==================== block 1
<file path="src/rtl/usbfs_rx_rdarb.sv">
// usbfs_rx_rdarb: round-robin arbiter for the shared USB FS RX packet-buffer
// read port. A grant is held for a whole packet drain and released on the
// owner's last read. Read data returns one cycle after o_erRdEn and is routed
// back by the owner registered at issue time.
// Optional feature: define USBFS_RDARB_TIMEOUT_EN to force-release an owner
// that has stalled for TIMEOUT consecutive cycles.
module usbfs_rx_rdarb #(
  parameter int N_REQ   = 2,
  parameter int MAX_PKT = 8,
  parameter int TIMEOUT = 16
) (
  input  logic                               i_clk,
  input  logic                               i_rst,
  input  logic [N_REQ-1:0]                   i_reqRdEn,
  input  logic [N_REQ*$clog2(MAX_PKT)-1:0]   i_reqRdIdx,
  input  logic [N_REQ-1:0]                   i_reqLast,
  output logic [N_REQ-1:0]                   o_reqGnt,
  output logic [N_REQ-1:0]                   o_reqRdValid,
  output logic [7:0]                         o_reqRdByte,
  output logic                               o_erRdEn,
  output logic [$clog2(MAX_PKT)-1:0]         o_erRdIdx,
  input  logic [7:0]                         i_erRdByte,
  output logic                               o_busy,
  output logic                               o_timeout
);

  localparam int IW = $clog2(MAX_PKT);
  localparam int OW = $clog2(N_REQ);
  localparam logic [N_REQ-1:0] ONE = {{(N_REQ-1){1'b0}}, 1'b1};

  typedef enum logic {IDLE, OWNED} state_t;

  state_t        state, nxt_state;
  logic [OW-1:0] owner, nxt_owner;
  logic [OW-1:0] rr_ptr, nxt_rr;
  logic [OW-1:0] win_idx, cand;
  logic          own_rd, own_last, to_hit;

  // Only the current owner can reach the buffer; everyone else is ignored.
  assign own_rd      = (state == OWNED) && i_reqRdEn[owner];
  assign own_last    = i_reqLast[owner];
  assign o_erRdEn    = own_rd;
  assign o_erRdIdx   = i_reqRdIdx[owner*IW +: IW];
  assign o_reqRdByte = i_erRdByte;
  assign o_busy      = (state == OWNED);

  // Round-robin pick: first requester after rr_ptr. Scanning from the far end
  // lets the nearest candidate overwrite, so no early exit is needed.
  always_comb begin
    win_idx = rr_ptr;
    cand    = '0;
    for (int i = N_REQ; i >= 1; i--) begin
      cand = OW'((int'(rr_ptr) + i) % N_REQ);
      if (i_reqRdEn[cand]) win_idx = cand;
    end
  end

  // Next-state logic: arbitrate in IDLE, hold the grant in OWNED until the
  // owner's last read (or a forced release).
  always_comb begin
    nxt_state = state;
    nxt_owner = owner;
    nxt_rr    = rr_ptr;
    case (state)
      IDLE: begin
        if (|i_reqRdEn) begin
          nxt_state = OWNED;
          nxt_owner = win_idx;
        end
      end
      OWNED: begin
        if ((own_rd && own_last) || to_hit) begin
          nxt_state = IDLE;
          nxt_rr    = owner;
        end
      end
      default: nxt_state = IDLE;
    endcase
  end

  // State, owner and round-robin pointer registers.
  always_ff @(posedge i_clk or posedge i_rst) begin
    if (i_rst) begin
      state  <= IDLE;
      owner  <= '0;
      rr_ptr <= OW'(N_REQ - 1);
    end else begin
      state  <= nxt_state;
      owner  <= nxt_owner;
      rr_ptr <= nxt_rr;
    end
  end

  // Registered grant, and the read-return strobe routed by the issuing owner.
  // Reset clears the strobe so data in flight is dropped.
  always_ff @(posedge i_clk or posedge i_rst) begin
    if (i_rst) begin
      o_reqGnt     <= '0;
      o_reqRdValid <= '0;
    end else begin
      o_reqGnt     <= (nxt_state == OWNED) ? (ONE << nxt_owner) : '0;
      o_reqRdValid <= own_rd ? (ONE << owner) : '0;
    end
  end

`ifdef USBFS_RDARB_TIMEOUT_EN
  localparam int CW = $clog2(TIMEOUT + 1);
  logic [CW-1:0] idle_cnt;

  // Fires on the TIMEOUT-th consecutive owner stall cycle.
  assign to_hit = (state == OWNED) && !i_reqRdEn[owner] &&
                  (idle_cnt == CW'(TIMEOUT - 1));

  // Stall counter: counts owner idle cycles, cleared by any owner read or
  // by leaving OWNED.
  always_ff @(posedge i_clk or posedge i_rst) begin
    if (i_rst)
      idle_cnt <= '0;
    else if ((state != OWNED) || own_rd || (nxt_state != OWNED))
      idle_cnt <= '0;
    else
      idle_cnt <= idle_cnt + 1'b1;
  end

  // One-cycle pulse in the first IDLE cycle after a forced release.
  always_ff @(posedge i_clk or posedge i_rst) begin
    if (i_rst) o_timeout <= 1'b0;
    else       o_timeout <= to_hit;
  end
`else
  // Never true: the stall counter is compiled out and the grant is held.
  assign to_hit    = (TIMEOUT < 0);
  assign o_timeout = 1'b0;
`endif

endmodule

</file>
<file path="config.mk">
export PLATFORM = sky130hd
export DESIGN_NAME = usbfs_rx_rdarb
export DESIGN_NICKNAME = d
export VERILOG_FILES = /design/src/rtl/usbfs_rx_rdarb.sv
export SDC_FILE = /design/constraint.sdc
export NUM_CORES = 1
export LEC_CHECK = 0
export ABC_AREA = 1
export CAP_MARGIN = 20
export CORE_MARGIN = 10
export CORE_UTILIZATION = 29
export CTS_BUF_LIST = sky130_fd_sc_hd__clkbuf_4
export DETAILED_ROUTE_END_ITERATION = 7
export HOLD_SLACK_MARGIN = 0.15
export MAX_ROUTING_LAYER = met4
export PLACE_DENSITY = 0.84
export SLEW_MARGIN = 20
export SYNTH_ARGS = -nofsm -noshare
export SYNTH_HDL_FRONTEND = slang
export SYNTH_SLANG_ARGS = --single-unit
</file>
<file path="constraint.sdc">
create_clock -name i_clk -period 0.9 [get_ports i_clk]
set_input_delay 0.135 -clock i_clk [delete_from_list [all_inputs] [get_ports i_clk]]
set_output_delay 0.135 -clock i_clk [all_outputs]
set_load 0.1 [all_outputs]
</file>
### M1 wires, block 1

Scale bar: 20 um.
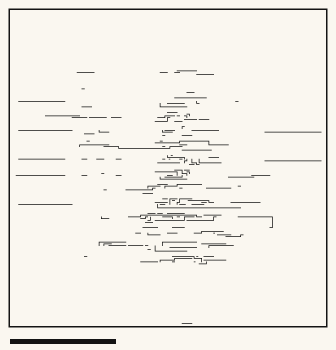
nets with wire on the layer	84
wire length on this layer	461 um
share of all routed wire	33%
longest straight run	15.6 um
main direction	horizontal

==> run notes <==
Summary of implementation figures.

Outcome
The run finished, with violations left. The checks that failed: setup timing.

Setup path
Traced cell by cell, the critical path runs through inv_8, nand2_4, a21oi_4, buf_12. The largest fanout on the critical path is 6. The kind of cell with the highest combined delay along the critical path is flip-flops. At the worst endpoint, the arrival time is 1230 ps. Per the STA report, the cell with the highest stage delay on the worst path is sky130_fd_sc_hd__dfrtp_2.

Floorplanning
The starting utilization of the core area is 0.305. The die covers 0.00355 mm^2. The number of ports placed on the die boundary is 38. The floorplan report lists the tap cell count as 16.

Synth
In this run the cell area of the synthesized design comes to 454 um^2. By area the synthesized netlist is led by sky130_fd_sc_hd__dfrtp_1 33%, sky130_fd_sc_hd__nand2_1 17%, sky130_fd_sc_hd__buf_4 15%. After synthesis, the share of flip-flops with an asynchronous set or reset is 1.00. The post-synthesis average cell area is 7.70 um^2.

The total nets after synthesis is 79. sky130_fd_sc_hd__dfrtp_1 takes more of the synthesized area than any other cell. Yosys mapped the design onto 18 distinct sky130hd cell types. The yosys warning tally is 0.

GRT
The first global-routing pass estimated 2.44 mm of wire. Entering global routing, the biggest net connects 8 pins. The met1 track utilization from global routing is 0.0787.

The overall overflow remaining after global route is 0. In the global route stage, met3 resource usage came out at 0.0429.

Job
The tally of OpenROAD warnings is 30. The max-cap check violation count is 0.

Layout
The count of multi-input gates is 35. Of the cells placed in the final design, the portion with a size suffix greater than 1 is 0.602. The final-stage net count is 109. The final cell count without fillers is 104. The non-clock buffer share of cell area is 0.434. In the final layout, the multi-input gates occupy 282 um^2.

Ranking logic cells in the layout by count gives the top entries 12 x sky130_fd_sc_hd__buf_4, 11 x sky130_fd_sc_hd__clkdlybuf4s50_1, 10 x sky130_fd_sc_hd__nand2_1, 10 x sky130_fd_sc_hd__buf_12, 6 x sky130_fd_sc_hd__nand2_2.

STA
The count of endpoints failing hold in the final timing report is 0. Across all hold checks on the routed design, the worst slack comes to 114 ps. The smallest setup slack after layout is -469 ps. From the final report, the count of setup violators was given as 16. Counting pins that exceed their max-slew limit in the final report gives 0.

Placement
The final weighted congestion recorded by global placement is 0.724. Summed over all nets, the half-perimeter wirelength after detailed placement is 994 um. Buffers placed on the I/O ports in this run total 20.

Route
The count of unresolved DRC violations after routing is 0.

Clock network
The count of buffers added by post-CTS timing repair for setup is 9. Clock latency on the worst-skew pair, taken at its later pin, is 250 ps. The number of H-tree branching levels is 1. The number of clock buffers inserted by TritonCTS is 3. CTS reports a maximum clock tree buffer depth of 2.
[logic make-up (layout without fill, tap and decap cells)]
| family | count (synthesis) | after routing | share of synthesized area |
|---|---|---|---|
| AND-OR/OR-AND | 4 | 4 | 0.0606 |
| AND/OR/NAND/NOR | 30 | 30 | 0.300 |
| buffers and inverters | 17 | 46 | 0.242 |
| flip-flops | 7 | 7 | 0.388 |
| other | 1 | 1 | 0.00826 |

==================== block 2
$ cat src/rtl/layer_mem_arbiter.sv
// Three-requester arbiter for the layer memory: round-robin with burst lock.
// Grant is combinational; memory strobes registered one edge later, read data returned two edges after acceptance.
module layer_mem_arbiter #(
  parameter int AW       = 12,
  parameter int DW       = 20,
  parameter int LOCK_MAX = 16
) (
  input  logic            clk,
  input  logic            reset,
  input  logic [2:0]      req_valid,
  input  logic [2:0]      req_we,
  input  logic [2:0]      req_lock,
  input  logic [8:0]      req_sel,
  input  logic [3*AW-1:0] req_addr,
  input  logic [3*DW-1:0] req_wdata,
  output logic [2:0]      req_ready,
  output logic [2:0]      rsp_valid,
  output logic [DW-1:0]   rsp_data,
  output logic            cwr,
  output logic [AW-1:0]   caddr_wr,
  output logic [DW-1:0]   cdata_wr,
  output logic            crd,
  output logic [AW-1:0]   caddr_rd,
  input  logic [DW-1:0]   cdata_rd,
  output logic [2:0]      csel
);

  typedef enum logic {ARB = 1'b0, LOCK = 1'b1} state_e;

  localparam logic [7:0] LOCK_MAX_C = 8'(LOCK_MAX);

  function automatic logic [1:0] nxt_idx(input logic [1:0] p);
    return (p == 2'd2) ? 2'd0 : p + 2'd1;
  endfunction

  state_e      state_q, state_d;
  logic [1:0]  owner_q, owner_d;
  logic [1:0]  ptr_q, ptr_d;
  logic [7:0]  lock_cnt_q, lock_cnt_d;

  logic        gnt_vld;
  logic [1:0]  gnt_idx;
  logic [1:0]  cand;
  logic [7:0]  cnt_inc;

  logic          we_g;
  logic [2:0]    sel_g;
  logic [AW-1:0] addr_g;
  logic [DW-1:0] wdata_g;

  logic          cwr_q, cwr_d, crd_q, crd_d;
  logic [AW-1:0] caddr_wr_q, caddr_wr_d, caddr_rd_q, caddr_rd_d;
  logic [DW-1:0] cdata_wr_q, cdata_wr_d;
  logic [2:0]    csel_q, csel_d;
  logic [2:0]    rd_pend_q, rd_pend_d;
  logic [2:0]    rsp_valid_q, rsp_valid_d;
  logic [DW-1:0] rsp_data_q, rsp_data_d;

  always_ff @(posedge clk or negedge reset) begin
    if (!reset) begin
      state_q    <= ARB;
      owner_q    <= 2'd0;
      ptr_q      <= 2'd0;
      lock_cnt_q <= 8'd0;
    end else begin
      state_q    <= state_d;
      owner_q    <= owner_d;
      ptr_q      <= ptr_d;
      lock_cnt_q <= lock_cnt_d;
    end
  end

  always_comb begin
    state_d    = state_q;
    owner_d    = owner_q;
    ptr_d      = ptr_q;
    lock_cnt_d = lock_cnt_q;
    cnt_inc    = lock_cnt_q + 8'd1;
    case (state_q)
      ARB: begin
        if (gnt_vld) begin
          if (req_lock[gnt_idx]) begin
            state_d    = LOCK;
            owner_d    = gnt_idx;
            lock_cnt_d = 8'd1;
          end else begin
            ptr_d = nxt_idx(gnt_idx);
          end
        end
      end
      default: begin
        // Reaching the cap releases the lock even if the owner still asks for it.
        if ((gnt_vld && (!req_lock[owner_q] || cnt_inc == LOCK_MAX_C)) ||
            (!gnt_vld && !req_lock[owner_q])) begin
          state_d    = ARB;
          ptr_d      = nxt_idx(owner_q);
          lock_cnt_d = 8'd0;
        end else if (gnt_vld) begin
          lock_cnt_d = cnt_inc;
        end
      end
    endcase
  end

  always_comb begin
    gnt_vld   = 1'b0;
    gnt_idx   = 2'd0;
    cand      = ptr_q;
    req_ready = 3'b000;
    if (reset) begin
      if (state_q == ARB) begin
        for (int k = 0; k < 3; k++) begin
          if (!gnt_vld && req_valid[cand]) begin
            gnt_vld = 1'b1;
            gnt_idx = cand;
          end
          cand = nxt_idx(cand);
        end
      end else if (req_valid[owner_q]) begin
        gnt_vld = 1'b1;
        gnt_idx = owner_q;
      end
      req_ready = gnt_vld ? (3'b001 << gnt_idx) : 3'b000;
    end
  end

  always_comb begin
    we_g    = 1'b0;
    sel_g   = 3'b000;
    addr_g  = '0;
    wdata_g = '0;
    for (int k = 0; k < 3; k++) begin
      if (gnt_idx == 2'(k)) begin
        we_g    = req_we[k];
        sel_g   = req_sel[k*3 +: 3];
        addr_g  = req_addr[k*AW +: AW];
        wdata_g = req_wdata[k*DW +: DW];
      end
    end
  end

  always_comb begin
    cwr_d       = gnt_vld & we_g;
    crd_d       = gnt_vld & ~we_g;
    caddr_wr_d  = cwr_d ? addr_g : caddr_wr_q;
    cdata_wr_d  = cwr_d ? wdata_g : cdata_wr_q;
    caddr_rd_d  = crd_d ? addr_g : caddr_rd_q;
    csel_d      = gnt_vld ? sel_g : csel_q;
    rd_pend_d   = crd_d ? req_ready : 3'b000;
    rsp_valid_d = rd_pend_q;
    rsp_data_d  = (|rd_pend_q) ? cdata_rd : rsp_data_q;
  end

  always_ff @(posedge clk or negedge reset) begin
    if (!reset) begin
      cwr_q       <= 1'b0;
      crd_q       <= 1'b0;
      caddr_wr_q  <= '0;
      cdata_wr_q  <= '0;
      caddr_rd_q  <= '0;
      csel_q      <= 3'b000;
      rd_pend_q   <= 3'b000;
      rsp_valid_q <= 3'b000;
      rsp_data_q  <= '0;
    end else begin
      cwr_q       <= cwr_d;
      crd_q       <= crd_d;
      caddr_wr_q  <= caddr_wr_d;
      cdata_wr_q  <= cdata_wr_d;
      caddr_rd_q  <= caddr_rd_d;
      csel_q      <= csel_d;
      rd_pend_q   <= rd_pend_d;
      rsp_valid_q <= rsp_valid_d;
      rsp_data_q  <= rsp_data_d;
    end
  end

  assign cwr       = cwr_q;
  assign crd       = crd_q;
  assign caddr_wr  = caddr_wr_q;
  assign cdata_wr  = cdata_wr_q;
  assign caddr_rd  = caddr_rd_q;
  assign csel      = csel_q;
  assign rsp_valid = rsp_valid_q;
  assign rsp_data  = rsp_data_q;

endmodule

$ cat config.mk
export PLATFORM = sky130hd
export DESIGN_NAME = layer_mem_arbiter
export DESIGN_NICKNAME = d
export VERILOG_FILES = /design/src/rtl/layer_mem_arbiter.sv
export SDC_FILE = /design/constraint.sdc
export NUM_CORES = 1
export LEC_CHECK = 0
export CORE_AREA = 2 2 108 110
export CTS_BUF_LIST = sky130_fd_sc_hd__clkbuf_16
export DETAILED_ROUTE_END_ITERATION = 6
export DIE_AREA = 0 0 110 112
export GPL_TIMING_DRIVEN = 0
export PLACE_DENSITY_LB_ADDON = 0.1
export RECOVER_POWER = 50
export SKIP_LAST_GASP = 1
export SLEW_MARGIN = 20
export SYNTH_ARGS = -nofsm -noshare
export SYNTH_HDL_FRONTEND = slang
export SYNTH_SLANG_ARGS = --single-unit
export TNS_END_PERCENT = 1
$ cat constraint.sdc
create_clock -name clk -period 3.1 [get_ports clk]
set_input_delay 0.93 -clock clk [delete_from_list [all_inputs] [get_ports clk]]
set_output_delay 0.93 -clock clk [all_outputs]
set_load 0.05 [all_outputs]
### M1 wires, block 2

Scale bar: 20 um.
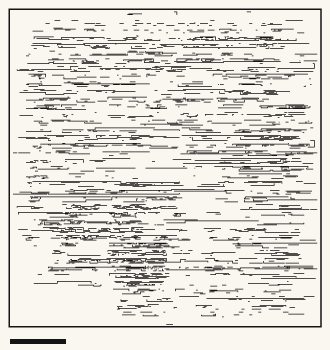
longest straight run	46.5 um
nets with wire on the layer	670
met1 Usage GRT: 0.262
final routed wirelength across all metal layers: 13.5 mm

### M2 wires, block 2

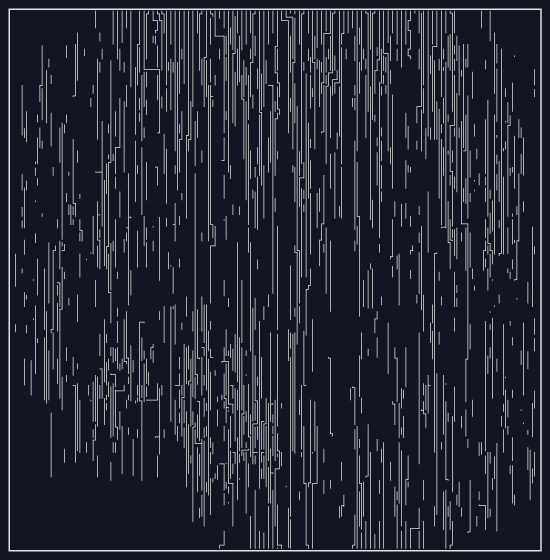
share of all routed wire	50%
main direction	vertical
number of vias in the routed layout: 3941
Global Route met2 Usage: 0.363

==> run notes <==
Summary of implementation figures.

Outcome
The flow ran to the end, and the final reports show no timing, DRC or antenna violations.

Hold path
For the worst min-delay path, the startpoint reported by OpenROAD is rd_pend_q[2]$_DFF_PN0_. Hold analysis lists the worst path endpoint as rsp_valid[2]$_DFF_PN0_.

Floorplanning
The floorplan step set the die height to 112 um. The standard cell core area is 0.0112 mm^2. The share of the core area taken by cells at floorplan is 0.412. The row count is 39. The die footprint is 0.0123 mm^2. The floorplan die width is 110 um.

Placement
Once detailed placement completed, the half-perimeter wirelength came to 9.93 mm. The post-placement cell area is 0.00692 mm^2. After detailed placement, the design holds a cell count of 746.

Synth
In the post-synthesis netlist, the biggest area contributors are sky130_fd_sc_hd__dfrtp_1 48%, sky130_fd_sc_hd__mux2_2 9.8%, sky130_fd_sc_hd__mux2_4 9.5%. Among all cell types in the netlist, the one instantiated most often is sky130_fd_sc_hd__dfrtp_1. After synthesis, the mean cell area works out to 11.7 um^2. The synthesized design contains 0 enable-type register cells.

The share of the synthesized netlist area taken by xor and xnor gates is 0. For this run, the leading register cell type out of synthesis is sky130_fd_sc_hd__dfrtp_1. The post-synthesis share of cell area spent on and-or and or-and gates is 0.149. Yosys stat counts 392 cells in the synthesized netlist.

The post-synthesis mux area share is 0.223. The synthesized flop and latch total is 88. The area fraction in full adders, half adders and majority gates is 0.00272. The proportion of register bits with asynchronous set or reset after synthesis is 1.00.

Among the non-sequential cells, multiplexers take the most area. The synthesis log from Yosys contains 0 warnings.

STA
At the pin with the least slew margin, the transition time is 1350 ps. The count of endpoints failing setup in the final report is 0. Counting endpoints that fail hold in the final report gives 0. Across the routed clock network, the largest skew measured is 7.09 ps. Setup repair after global routing could not meet its margin everywhere. The max-slew headroom at the worst pin is 0.0990.

Per the timing report, the achievable frequency comes out to 326 MHz. In the finished design, the share of the clock period the worst path needs comes to 0.990.

Setup path
The critical path buffer and inverter count is 3. STA puts the critical path data required time at 2170 ps. The category of the most critical setup path is primary input to primary output. Per the timing report, the most critical flop-to-flop path originates at ptr_q[0]$_DFFE_PN0P_. In this run the worst path has a maximum fanout of 4. STA classifies the critical path endpoint as a primary output. Looking at the reg2reg group, the worst path ends at caddr_wr[5]$_DFFE_PN0P_. The arrival time of data at the worst endpoint is listed as 2140 ps. The family of cells with the greatest summed delay on the critical path is simple AND/OR/NAND/NOR gates.

Power and ir drop
The power report attributes to the sequential group a share of 0.254. The share of total power in the clock network is 0.148. The design draws 0.00771 W. The worst VDD IR drop from the latest analysis is 0.000551 V.

Route
For this block, wires on met1 add up to 5.50 mm. After detailed routing, the number of vias per cell comes to 5.11. The total met3 wirelength after detailed routing is 998 um.

The count of unresolved DRC violations after routing is 0. Wire segments on met2 add up to 6.77 mm in the final route.

Layout
The final-stage net count is 760. Counting only logic cells after layout, the most numerous master is sky130_fd_sc_hd__clkdlybuf4s50_1. The post-synthesis to final-layout area growth is 59.6%. Leaving out fill and tap cells, the most frequent cells in the layout are 203 x sky130_fd_sc_hd__clkdlybuf4s50_1, 88 x sky130_fd_sc_hd__dfrtp_1, 40 x sky130_fd_sc_hd__mux2_2. The number of antenna diodes in the final layout is 0.

Clock network
Clock-pin slew was measured on the worst setup and hold paths at 60 ps. The post-cts sizing count is 50. The clock latency at the later pin of the worst-skew pair is 330 ps. TritonCTS built the clock tree.

GRT
The peak-usage layer in the global routing report is met2. For this run, global-route usage on met3 was measured as 0.0591. The initial antenna violation count is 0. Recorded from the global router log, the overflow total was 0. The pin count of the biggest net entering global routing is 44.
[power groups by stage]
stage | logic [W] | clock network [W] | registers [W]
2_1_floorplan | 0.00143 | 0 | 0.00357
3_3_place_gp | 0.00453 | 0 | 0.00195
3_5_place_dp | 0.00456 | 0 | 0.00197
4_1_cts | 0.00465 | 0.00117 | 0.00195
5_1_grt | 0.00484 | 0.00122 | 0.00202
6_report | 0.00461 | 0.00114 | 0.00196
[layout make-up]
class	count	area, um^2
clock inverter	7	88.8
fill	899	3820
buffer	20	166
clock buffer	9	225
multi-input combinational	256	2150
sequential	88	2200
timing repair buffer	223	2240
tap	143	179
inverter	25	98.8


==> gallery <==
Track usage over the die.
(a)
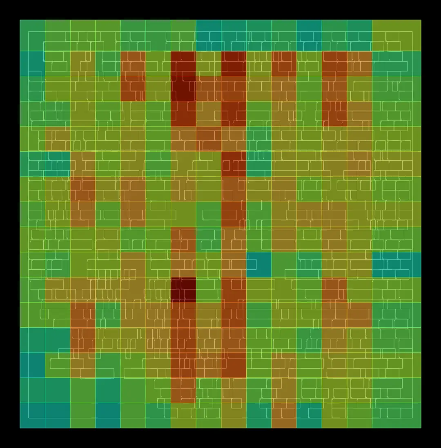
(b)
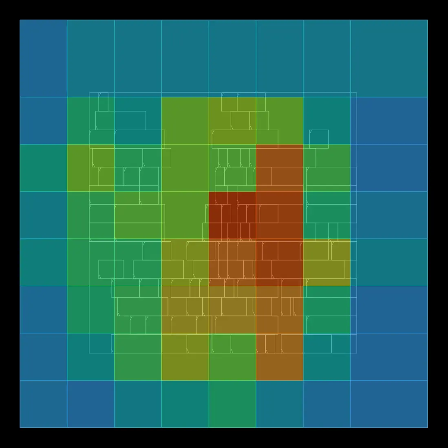
Block 1 is (b).
Block 2 is (a).
The one with the most wire per cell is (a).
The one with the highest track usage is (a).

Power figures rest on the tool's default switching activity, not on a simulated workload.
